# ---- block 1 ----
==> src/rtl/simple_bus_pkg.sv <==
// ---------------------------------------------------------------------------
// simple_bus_pkg
//   Shared types and constants for simple_bus slaves and masters.
//   - bus_mode_e    : command encoding carried on the 2-bit mode field
//   - slave_state_e : handshake state of a memory-backed slave
//   - BURST_LEN     : beats returned by a burst read
//   - BUS_AW/BUS_DW : address and data widths of the bus
// ---------------------------------------------------------------------------
package simple_bus_pkg;

  localparam int BUS_AW    = 8;
  localparam int BUS_DW    = 8;
  localparam int BURST_LEN = 4;

  typedef enum logic [1:0] {
    MODE_RD    = 2'b00,
    MODE_WR    = 2'b01,
    MODE_BURST = 2'b10,
    MODE_RSVD  = 2'b11
  } bus_mode_e;

  typedef enum logic [1:0] {
    ST_IDLE    = 2'b00,
    ST_GRANTED = 2'b01,
    ST_WAIT    = 2'b10,
    ST_RESP    = 2'b11
  } slave_state_e;

endpackage

==> src/rtl/simple_bus_slave_regfile.sv <==
// ---------------------------------------------------------------------------
// simple_bus_slave_regfile
//   DEPTH x BUS_DW storage array: synchronous write, combinational read.
//   Contents are never reset.
// Ports:
//   clk      in   write clock
//   we       in   write enable (ignored when addr is out of range)
//   addr     in   word address, shared by read and write
//   wdata    in   write data
//   rdata    out  mem[addr], or 0 when addr is out of range
//   in_range out  addr < DEPTH
// ---------------------------------------------------------------------------
module simple_bus_slave_regfile
  import simple_bus_pkg::*;
#(
  parameter int DEPTH = 256
) (
  input  logic              clk,
  input  logic              we,
  input  logic [BUS_AW-1:0] addr,
  input  logic [BUS_DW-1:0] wdata,
  output logic [BUS_DW-1:0] rdata,
  output logic              in_range
);

  localparam int IW = (DEPTH > 1) ? $clog2(DEPTH) : 1;

  logic [BUS_DW-1:0] mem_q [DEPTH];
  logic [IW-1:0]     idx;

  assign idx = addr[IW-1:0];

  // One extra bit so that DEPTH=256 compares correctly against an 8-bit address.
  assign in_range = ({1'b0, addr} < 9'(DEPTH));

  assign rdata = in_range ? mem_q[idx] : '0;

  always_ff @(posedge clk) begin
    if (we && in_range) begin
      mem_q[idx] <= wdata;
    end
  end

endmodule

==> src/rtl/simple_bus_slave_mem.sv <==
// ---------------------------------------------------------------------------
// simple_bus_slave_mem
//   Memory-backed simple_bus slave. Grants a requesting master, accepts
//   read / write (and optionally burst-read) commands, inserts WAIT_CYCLES
//   wait states, then returns one rdy beat per data word. Reserved modes and
//   out-of-range addresses get an error beat (err=1, no data, no write).
//
//   Optional feature macro: SIMPLE_BUS_SLAVE_BURST_EN
//     defined   : mode 10 returns BURST_LEN beats of mem[(addr+k) mod 256],
//                 per-beat error for addresses >= DEPTH
//     undefined : mode 10 is answered like mode 11 (single error beat)
//
// Ports:
//   clk      in   bus clock
//   rst      in   asynchronous active-high reset
//   req      in   master requests ownership
//   start    in   command strobe (only honoured in GRANTED)
//   addr     in   command address
//   mode     in   00 read, 01 write, 10 burst read, 11 reserved
//   data_in  in   write data, sampled with start
//   gnt      out  slave has granted the master
//   rdy      out  response beat valid
//   err      out  error response, only ever high together with rdy
//   data_out out  read data for read beats, otherwise 0
//   data_oe  out  high on successful read beats only
// ---------------------------------------------------------------------------
module simple_bus_slave_mem
  import simple_bus_pkg::*;
#(
  parameter int DEPTH       = 256,
  parameter int WAIT_CYCLES = 2
) (
  input  logic              clk,
  input  logic              rst,
  input  logic              req,
  input  logic              start,
  input  logic [BUS_AW-1:0] addr,
  input  logic [1:0]        mode,
  input  logic [BUS_DW-1:0] data_in,
  output logic              gnt,
  output logic              rdy,
  output logic              err,
  output logic [BUS_DW-1:0] data_out,
  output logic              data_oe
);

  localparam logic [3:0] CNT_LOAD = 4'(WAIT_CYCLES);

  slave_state_e      state_q, state_d;
  logic              gnt_q, gnt_d;
  logic              rdy_q, rdy_d;
  logic              err_q, err_d;
  logic [BUS_DW-1:0] data_out_q, data_out_d;
  logic              data_oe_q, data_oe_d;
  logic [3:0]        cnt_q, cnt_d;

  // Captured command; plain data, not reset.
  logic [BUS_AW-1:0] addr_q, addr_d;
  bus_mode_e         mode_q, mode_d;
  logic [BUS_DW-1:0] wdata_q, wdata_d;

`ifdef SIMPLE_BUS_SLAVE_BURST_EN
  logic [1:0]        beat_q, beat_d;
  logic [1:0]        beat_nxt;
`endif

  // Command seen by the response logic: straight from the bus in the start
  // cycle (needed when WAIT_CYCLES=0), otherwise the captured copy.
  logic [BUS_AW-1:0] cmd_addr;
  bus_mode_e         cmd_mode;
  logic [BUS_DW-1:0] cmd_wdata;

  logic [BUS_AW-1:0] rf_addr;
  logic [BUS_DW-1:0] rf_rdata;
  logic              rf_in_range;
  logic              rf_we;

  logic              enter_resp;
  logic              more_beats;
  logic              resp_bad;

  always_comb begin
    if (state_q == ST_GRANTED) begin
      cmd_addr  = addr;
      cmd_mode  = bus_mode_e'(mode);
      cmd_wdata = data_in;
    end else begin
      cmd_addr  = addr_q;
      cmd_mode  = mode_q;
      cmd_wdata = wdata_q;
    end
`ifdef SIMPLE_BUS_SLAVE_BURST_EN
    // Address of the beat being loaded at the next edge; wraps mod 256.
    beat_nxt = (state_q == ST_RESP) ? beat_q + 2'd1 : 2'd0;
    rf_addr  = cmd_addr + {{(BUS_AW-2){1'b0}}, beat_nxt};
`else
    rf_addr  = cmd_addr;
`endif
  end

  simple_bus_slave_regfile #(
    .DEPTH (DEPTH)
  ) u_regfile (
    .clk      (clk),
    .we       (rf_we),
    .addr     (rf_addr),
    .wdata    (cmd_wdata),
    .rdata    (rf_rdata),
    .in_range (rf_in_range)
  );

  // The write commits on the edge that enters RESP, never earlier, so a
  // reset during WAIT drops it.
  assign rf_we = enter_resp && (cmd_mode == MODE_WR) && rf_in_range;

  always_comb begin
    state_d    = state_q;
    gnt_d      = gnt_q;
    rdy_d      = 1'b0;
    err_d      = 1'b0;
    data_out_d = '0;
    data_oe_d  = 1'b0;
    cnt_d      = cnt_q;
    addr_d     = addr_q;
    mode_d     = mode_q;
    wdata_d    = wdata_q;
`ifdef SIMPLE_BUS_SLAVE_BURST_EN
    beat_d     = beat_q;
`endif
    enter_resp = 1'b0;
    more_beats = 1'b0;
    resp_bad   = 1'b0;

    case (state_q)
      ST_IDLE: begin
        if (req) begin
          state_d = ST_GRANTED;
          gnt_d   = 1'b1;
        end
      end
      ST_GRANTED: begin
        if (!req) begin
          state_d = ST_IDLE;
          gnt_d   = 1'b0;
        end else if (start) begin
          addr_d  = addr;
          mode_d  = bus_mode_e'(mode);
          wdata_d = data_in;
          cnt_d   = CNT_LOAD;
          if (WAIT_CYCLES == 0) begin
            enter_resp = 1'b1;
          end else begin
            state_d = ST_WAIT;
          end
        end
      end
      ST_WAIT: begin
        cnt_d = cnt_q - 4'd1;
        if (cnt_q == 4'd1) begin
          enter_resp = 1'b1;
        end
      end
      ST_RESP: begin
`ifdef SIMPLE_BUS_SLAVE_BURST_EN
        more_beats = (mode_q == MODE_BURST) && (beat_q != 2'(BURST_LEN - 1));
`endif
        if (more_beats) begin
          enter_resp = 1'b1;
        end else if (req) begin
          state_d = ST_GRANTED;
          gnt_d   = 1'b1;
        end else begin
          state_d = ST_IDLE;
          gnt_d   = 1'b0;
        end
      end
      default: begin
        state_d = ST_IDLE;
        gnt_d   = 1'b0;
      end
    endcase

    // Load one response beat; gnt is held for the whole transaction.
    if (enter_resp) begin
      state_d = ST_RESP;
      gnt_d   = 1'b1;
      rdy_d   = 1'b1;
`ifdef SIMPLE_BUS_SLAVE_BURST_EN
      beat_d  = beat_nxt;
`endif
      resp_bad = (cmd_mode == MODE_RSVD) || !rf_in_range;
`ifndef SIMPLE_BUS_SLAVE_BURST_EN
      resp_bad = resp_bad || (cmd_mode == MODE_BURST);
`endif
      if (resp_bad) begin
        err_d = 1'b1;
      end else if (cmd_mode != MODE_WR) begin
        data_out_d = rf_rdata;
        data_oe_d  = 1'b1;
      end
    end
  end

  always_ff @(posedge clk or posedge rst) begin
    if (rst) begin
      state_q    <= ST_IDLE;
      gnt_q      <= 1'b0;
      rdy_q      <= 1'b0;
      err_q      <= 1'b0;
      data_out_q <= '0;
      data_oe_q  <= 1'b0;
      cnt_q      <= 4'd0;
`ifdef SIMPLE_BUS_SLAVE_BURST_EN
      beat_q     <= 2'd0;
`endif
    end else begin
      state_q    <= state_d;
      gnt_q      <= gnt_d;
      rdy_q      <= rdy_d;
      err_q      <= err_d;
      data_out_q <= data_out_d;
      data_oe_q  <= data_oe_d;
      cnt_q      <= cnt_d;
`ifdef SIMPLE_BUS_SLAVE_BURST_EN
      beat_q     <= beat_d;
`endif
    end
  end

  always_ff @(posedge clk) begin
    addr_q  <= addr_d;
    mode_q  <= mode_d;
    wdata_q <= wdata_d;
  end

  assign gnt      = gnt_q;
  assign rdy      = rdy_q;
  assign err      = err_q;
  assign data_out = data_out_q;
  assign data_oe  = data_oe_q;

endmodule

==> config.mk <==
export PLATFORM = sky130hd
export DESIGN_NAME = simple_bus_slave_mem
export DESIGN_NICKNAME = d
export VERILOG_FILES = /design/src/rtl/simple_bus_pkg.sv /design/src/rtl/simple_bus_slave_regfile.sv /design/src/rtl/simple_bus_slave_mem.sv
export SDC_FILE = /design/constraint.sdc
export NUM_CORES = 2
export LEC_CHECK = 0
export CORE_UTILIZATION = 57
export DETAILED_ROUTE_END_ITERATION = 10
export PLACE_DENSITY = 0.76
export SYNTH_ARGS = -nofsm -noshare
export SYNTH_HDL_FRONTEND = slang
export SYNTH_SLANG_ARGS = --single-unit
==> constraint.sdc <==
create_clock -name clk -period 4.6 [get_ports clk]
set_clock_uncertainty 0.1 [all_clocks]
set_input_delay 0.46 -clock clk [delete_from_list [all_inputs] [get_ports clk]]
set_output_delay 0.46 -clock clk [all_outputs]
set_load 0.02 [all_outputs]
Fig. 1: block 1, signal wires on met1
Supply wires on this layer in grey.
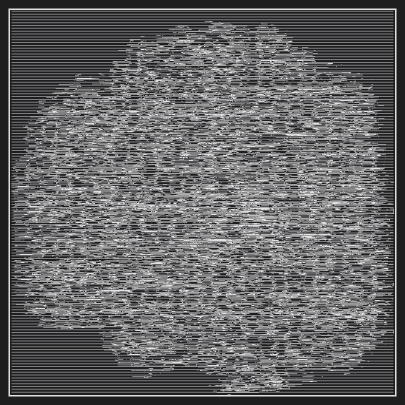
The layer holds 35% of the routed length. The layer carries 73.0 mm of wire. The longest straight run is 62.6 µm.

==> impl_metrics.env <==
# physical design summary
export IMPL_violations="negative setup slack"
export IMPL_status="finished, violations left"
export IMPL_synth_cells=4644
export IMPL_arrival_ps=5220
export IMPL_finalSetupViolCount=1
export IMPL_met1_usage_pct=41.5
export IMPL_nClkBuffers=247
export IMPL_fa_ha_area_share_pct=0.0327
export IMPL_rr_endpoint="data_out[7]"
export IMPL_crit_slowest_cell="nor2_1"
export IMPL_post_route_worst_setup_slack_ps=-9.97
export IMPL_top_cell="edfxtp_1"
export IMPL_regArea_mm2=0.0625
export IMPL_slowest_delay_ps=940
export IMPL_wl_mm=210
export IMPL_topRoutingLayerUsed="met5"
Fig. 2: block 1, the metal 2 layer
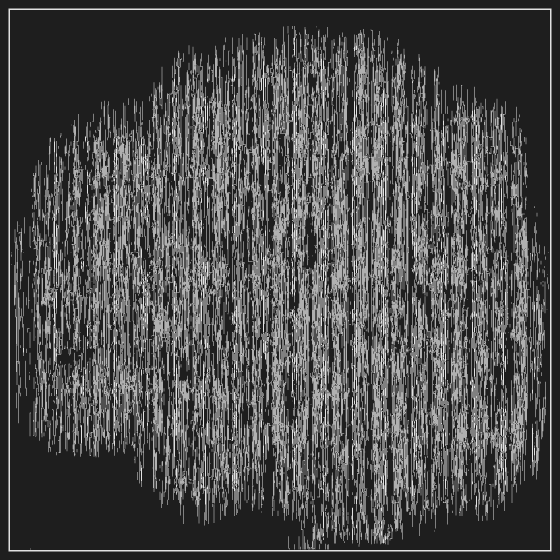
The wires run mostly vertical. The layer holds 46% of the routed length. The longest straight run is 139 µm. 4136 nets have wire on it. The layer carries 95.6 mm of wire.


# ---- block 2 ----
Fig. 3: block 2, signal wires on met1
Supply wires on this layer in grey.
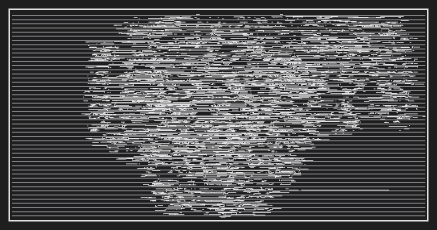
Fig. 4: block 2, the metal 2 layer
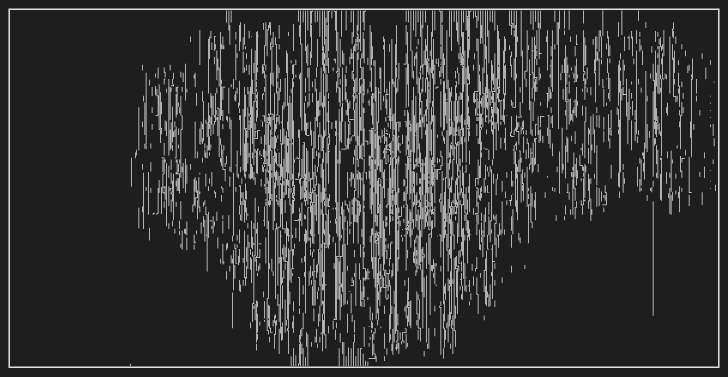
Fig. 5: block 2, met3 routing
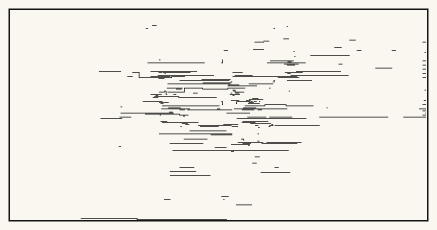
===== src/rtl/md_pad_pkg.sv =====
// Shared definitions for the MD-family message padder: FSM state encoding,
// block geometry and the fixed 64-bit length field width.
// No ports; imported by md_padder and md_byte_packer.
package md_pad_pkg;

  typedef enum logic [2:0] {
    ST_IDLE,
    ST_DATA,
    ST_PAD80,
    ST_ZERO,
    ST_LEN,
    ST_FLUSH
  } state_e;

  localparam int          BLOCK_BYTES = 64;
  localparam int          LEN_POS     = 56;
  localparam logic [7:0]  PAD_BYTE    = 8'h80;
  localparam int          LEN_WIDTH   = 64;
  localparam int          POS_W       = $clog2(BLOCK_BYTES);

endpackage


===== src/rtl/md_byte_packer.sv =====
// Packs a byte stream into 32-bit words: 3-byte assembler plus one output register.
// Latency: a word is valid the cycle after its 4th byte is accepted.
// Backpressure: byte_rdy_o drops only when a 4th byte has nowhere to go (output full, not being taken).
// Ports: clk_i/rst_i (sync, active high); byte_vld_i/byte_dat_i/byte_rdy_o byte side with
// last_blk_i/last_msg_i flags for the byte; word_o/word_vld_o/word_rdy_i and
// word_last_blk_o/word_last_msg_o word side.
module md_byte_packer
  import md_pad_pkg::*;
#(
  parameter bit BIG_ENDIAN = 1'b0
) (
  input  logic        clk_i,
  input  logic        rst_i,
  input  logic        byte_vld_i,
  input  logic [7:0]  byte_dat_i,
  input  logic        last_blk_i,
  input  logic        last_msg_i,
  output logic        byte_rdy_o,
  output logic [31:0] word_o,
  output logic        word_vld_o,
  input  logic        word_rdy_i,
  output logic        word_last_blk_o,
  output logic        word_last_msg_o
);

  logic [1:0]      cnt_q, cnt_d;
  logic [2:0][7:0] asm_q, asm_d;
  logic [31:0]     word_q, word_d;
  logic            vld_q, vld_d;
  logic            lb_q, lb_d;
  logic            lm_q, lm_d;
  logic            take;

  always_comb begin
    cnt_d  = cnt_q;
    asm_d  = asm_q;
    word_d = word_q;
    vld_d  = vld_q;
    lb_d   = lb_q;
    lm_d   = lm_q;
    // Only the word-completing byte can be blocked; bytes 1..3 always fit.
    byte_rdy_o = !((cnt_q == 2'd3) && vld_q && !word_rdy_i);
    take       = byte_vld_i && byte_rdy_o;
    if (vld_q && word_rdy_i) begin
      vld_d = 1'b0;
    end
    if (take) begin
      if (cnt_q == 2'd3) begin
        if (BIG_ENDIAN) begin
          word_d = {asm_q[0], asm_q[1], asm_q[2], byte_dat_i};
        end else begin
          word_d = {byte_dat_i, asm_q[2], asm_q[1], asm_q[0]};
        end
        vld_d = 1'b1;
        lb_d  = last_blk_i;
        lm_d  = last_msg_i;
        cnt_d = 2'd0;
      end else begin
        asm_d[cnt_q] = byte_dat_i;
        cnt_d        = cnt_q + 2'd1;
      end
    end
  end

  always_ff @(posedge clk_i) begin
    if (rst_i) begin
      cnt_q  <= 2'd0;
      asm_q  <= '0;
      word_q <= 32'd0;
      vld_q  <= 1'b0;
      lb_q   <= 1'b0;
      lm_q   <= 1'b0;
    end else begin
      cnt_q  <= cnt_d;
      asm_q  <= asm_d;
      word_q <= word_d;
      vld_q  <= vld_d;
      lb_q   <= lb_d;
      lm_q   <= lm_d;
    end
  end

  assign word_o          = word_q;
  assign word_vld_o      = vld_q;
  assign word_last_blk_o = lb_q;
  assign word_last_msg_o = lm_q;

endmodule


===== src/rtl/md_padder.sv =====
// MD/SHA message padder: FWFT byte stream in, padded 512-bit blocks out as 16 x 32-bit words.
// Latency: 1 byte/cycle; first INPUT_READ the cycle after START; DONE one cycle after last word accepted.
// Backpressure: WORD_READY low stalls byte intake and padding once the packer is full.
// Ports: CLK, RESET (sync, active high); START_IN/INPUT_SIZE_IN/BUSY_OUT/DONE_OUT control;
// INPUT_BYTE/INPUT_EMPTY/INPUT_READ FIFO side; WORD_OUT/WORD_VALID/WORD_READY/
// WORD_LAST_BLOCK/WORD_LAST_MSG word side.
module md_padder
  import md_pad_pkg::*;
#(
  parameter int SIZE_WIDTH = 64,
  parameter bit BIG_ENDIAN = 1'b0
) (
  input  logic                  CLK,
  input  logic                  RESET,
  input  logic                  START_IN,
  output logic                  BUSY_OUT,
  output logic                  DONE_OUT,
  input  logic [SIZE_WIDTH-1:0] INPUT_SIZE_IN,
  input  logic [7:0]            INPUT_BYTE,
  input  logic                  INPUT_EMPTY,
  output logic                  INPUT_READ,
  output logic [31:0]           WORD_OUT,
  output logic                  WORD_VALID,
  input  logic                  WORD_READY,
  output logic                  WORD_LAST_BLOCK,
  output logic                  WORD_LAST_MSG
);

  state_e                  state_q, state_d;
  logic [SIZE_WIDTH-1:0]   size_q, size_d;
  logic [SIZE_WIDTH-1:0]   cnt_q, cnt_d;
  logic [POS_W-1:0]        pos_q, pos_d;
  logic [2:0]              idx_q, idx_d;
  logic                    done_q, done_d;

  logic                    byte_vld, pk_rdy, last_msg, last_blk;
  logic [7:0]              byte_dat;

  // Bit length {size, 3'b000}, zero-extended then cut to the 64-bit field.
  logic [SIZE_WIDTH+LEN_WIDTH+2:0] len_ext;
  logic [LEN_WIDTH-1:0]            len_bits;
  logic                            len_unused;
  logic [2:0]                      len_sel;
  logic [7:0]                      len_byte;

  assign len_ext    = {{LEN_WIDTH{1'b0}}, size_q, 3'b000};
  assign len_bits   = len_ext[LEN_WIDTH-1:0];
  assign len_unused = ^len_ext[SIZE_WIDTH+LEN_WIDTH+2:LEN_WIDTH];
  // Big-endian sends byte 7 first: 7-idx is the bitwise inverse for 3 bits.
  assign len_sel    = BIG_ENDIAN ? ~idx_q : idx_q;
  assign len_byte   = len_bits[{len_sel, 3'b000} +: 8];
  assign last_blk   = (pos_q == POS_W'(BLOCK_BYTES - 1));

  always_comb begin
    state_d    = state_q;
    size_d     = size_q;
    cnt_d      = cnt_q;
    pos_d      = pos_q;
    idx_d      = idx_q;
    done_d     = 1'b0;
    byte_vld   = 1'b0;
    byte_dat   = 8'h00;
    last_msg   = 1'b0;
    INPUT_READ = 1'b0;
    case (state_q)
      ST_IDLE: begin
        // done_q blocks the restart in the DONE cycle itself.
        if (START_IN && !done_q) begin
          size_d  = INPUT_SIZE_IN;
          cnt_d   = '0;
          pos_d   = '0;
          idx_d   = 3'd0;
          state_d = (INPUT_SIZE_IN == '0) ? ST_PAD80 : ST_DATA;
        end
      end
      ST_DATA: begin
        byte_vld = !INPUT_EMPTY;
        byte_dat = INPUT_BYTE;
        if (byte_vld && pk_rdy) begin
          INPUT_READ = !RESET;
          cnt_d      = cnt_q + SIZE_WIDTH'(1);
          if (cnt_q == size_q - SIZE_WIDTH'(1)) state_d = ST_PAD80;
        end
      end
      ST_PAD80: begin
        byte_vld = 1'b1;
        byte_dat = PAD_BYTE;
        // Skip ZERO entirely when 0x80 lands just before the length field.
        if (pk_rdy) state_d = (pos_q == POS_W'(LEN_POS - 1)) ? ST_LEN : ST_ZERO;
      end
      ST_ZERO: begin
        byte_vld = 1'b1;
        if (pk_rdy && (pos_q == POS_W'(LEN_POS - 1))) state_d = ST_LEN;
      end
      ST_LEN: begin
        byte_vld = 1'b1;
        byte_dat = len_byte;
        last_msg = (idx_q == 3'd7);
        if (pk_rdy) begin
          idx_d = idx_q + 3'd1;
          if (idx_q == 3'd7) state_d = ST_FLUSH;
        end
      end
      ST_FLUSH: begin
        if (WORD_VALID && WORD_READY) begin
          state_d = ST_IDLE;
          done_d  = 1'b1;
        end
      end
      default: state_d = ST_IDLE;
    endcase
    if (byte_vld && pk_rdy) pos_d = pos_q + POS_W'(1);
  end

  always_ff @(posedge CLK) begin
    if (RESET) begin
      state_q <= ST_IDLE;
      size_q  <= '0;
      cnt_q   <= '0;
      pos_q   <= '0;
      idx_q   <= 3'd0;
      done_q  <= 1'b0;
    end else begin
      state_q <= state_d;
      size_q  <= size_d;
      cnt_q   <= cnt_d;
      pos_q   <= pos_d;
      idx_q   <= idx_d;
      done_q  <= done_d;
    end
  end

  assign BUSY_OUT = (state_q != ST_IDLE);
  assign DONE_OUT = done_q;

  md_byte_packer #(
    .BIG_ENDIAN(BIG_ENDIAN)
  ) u_packer (
    .clk_i          (CLK),
    .rst_i          (RESET),
    .byte_vld_i     (byte_vld),
    .byte_dat_i     (byte_dat),
    .last_blk_i     (last_blk),
    .last_msg_i     (last_msg),
    .byte_rdy_o     (pk_rdy),
    .word_o         (WORD_OUT),
    .word_vld_o     (WORD_VALID),
    .word_rdy_i     (WORD_READY),
    .word_last_blk_o(WORD_LAST_BLOCK),
    .word_last_msg_o(WORD_LAST_MSG)
  );

endmodule

===== config.mk =====
export PLATFORM = sky130hd
export DESIGN_NAME = md_padder
export DESIGN_NICKNAME = d
export VERILOG_FILES = /design/src/rtl/md_pad_pkg.sv /design/src/rtl/md_byte_packer.sv /design/src/rtl/md_padder.sv
export SDC_FILE = /design/constraint.sdc
export NUM_CORES = 1
export LEC_CHECK = 0
export CAP_MARGIN = 10
export CORE_ASPECT_RATIO = 0.5
export CORE_UTILIZATION = 30
export DETAILED_ROUTE_END_ITERATION = 8
export RECOVER_POWER = 25
export SETUP_SLACK_MARGIN = 0.5
export SLEW_MARGIN = 20
export SYNTH_ARGS = -nofsm -noshare
export SYNTH_HDL_FRONTEND = slang
export SYNTH_SLANG_ARGS = --single-unit

===== constraint.sdc =====
create_clock -name CLK -period 4.31 [get_ports CLK]
set_input_delay 0.862 -clock CLK [delete_from_list [all_inputs] [get_ports CLK]]
set_output_delay 0.862 -clock CLK [all_outputs]
set_load 0.05 [all_outputs]

==> impl_metrics.env <==
# physical design summary
export IMPL_pg_comb_mw=2.40
export IMPL_grt_usage_pct=17.7
export IMPL_rsz0062_at_grt="false"
export IMPL_max_cap_viol_count=1
export IMPL_path_cells="inv_1 -> ha_1 -> nor4b_4 -> nand3_4 -> or3_1 -> or4_1 -> nor3_1 -> a31oi_1 -> or4_1 -> or4_4 -> a211oi_2"
export IMPL_reg2reg_depth=11
export IMPL_antenna_found_initial=1
export IMPL_top_cells_by_count="nand2_1 (232), dfxtp_1 (202), nor2_1 (160)"
export IMPL_buffers=171
export IMPL_status="finished, violations left"
export IMPL_worst_pin_slew_ps=2210
export IMPL_violations="max-capacitance violations, max-slew violations"
export IMPL_period_used_pct=86.8
export IMPL_grt_pass1_vias=9369
export IMPL_synthDistinctLibCells=64
export IMPL_maxSlewViolCount=40
export IMPL_synth_area_mm2=0.0109
export IMPL_ys_flops=202
export IMPL_final_hold_violation_count=0
export IMPL_drt_iter0_drc=973
export IMPL_required_ps=4760
export IMPL_path_delay_family="simple AND/OR/NAND/NOR gates"
export IMPL_postCtsResizedCells=2
export IMPL_area_combinational_mm2=0.00657
export IMPL_area_leaders="dfxtp_1 (37%), nand2_1 (8.0%), xnor2_1 (6.7%)"
export IMPL_aoi_share_pct=13.5
export IMPL_largestClassByArea="multi-input combinational cells"
export IMPL_synth_cells=1384
export IMPL_cts_htree_levels=1
Notes on Fig. 3 above:
The longest straight run is 88.3 µm. The layer holds 47% of the routed length. 1469 nets have wire on it. The wires run mostly horizontal. The layer carries 15700 µm of wire.

Notes on Fig. 4 above:
The wires run mostly vertical. The layer carries 14700 µm of wire. 1255 nets have wire on it. The longest straight run is 111 µm. The layer holds 44% of the routed length.

Notes on Fig. 5 above:
The longest straight run is 75.4 µm. 128 nets have wire on it.



## Gallery

Metal 4.
The bar under the picture is 100 µm long. Supply wires on this layer in grey.
image #1
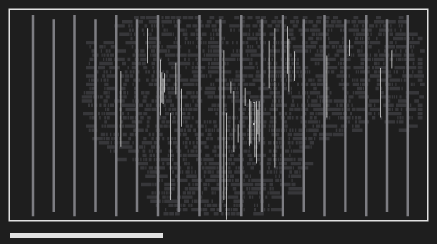
image #2
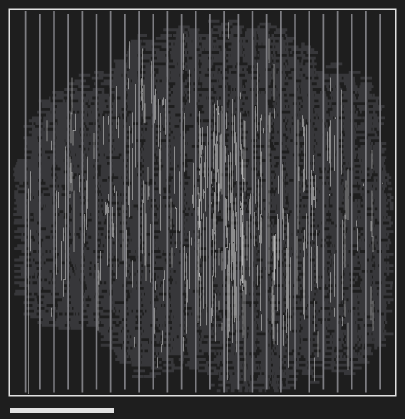
block 1 -> image #2
block 2 -> image #1

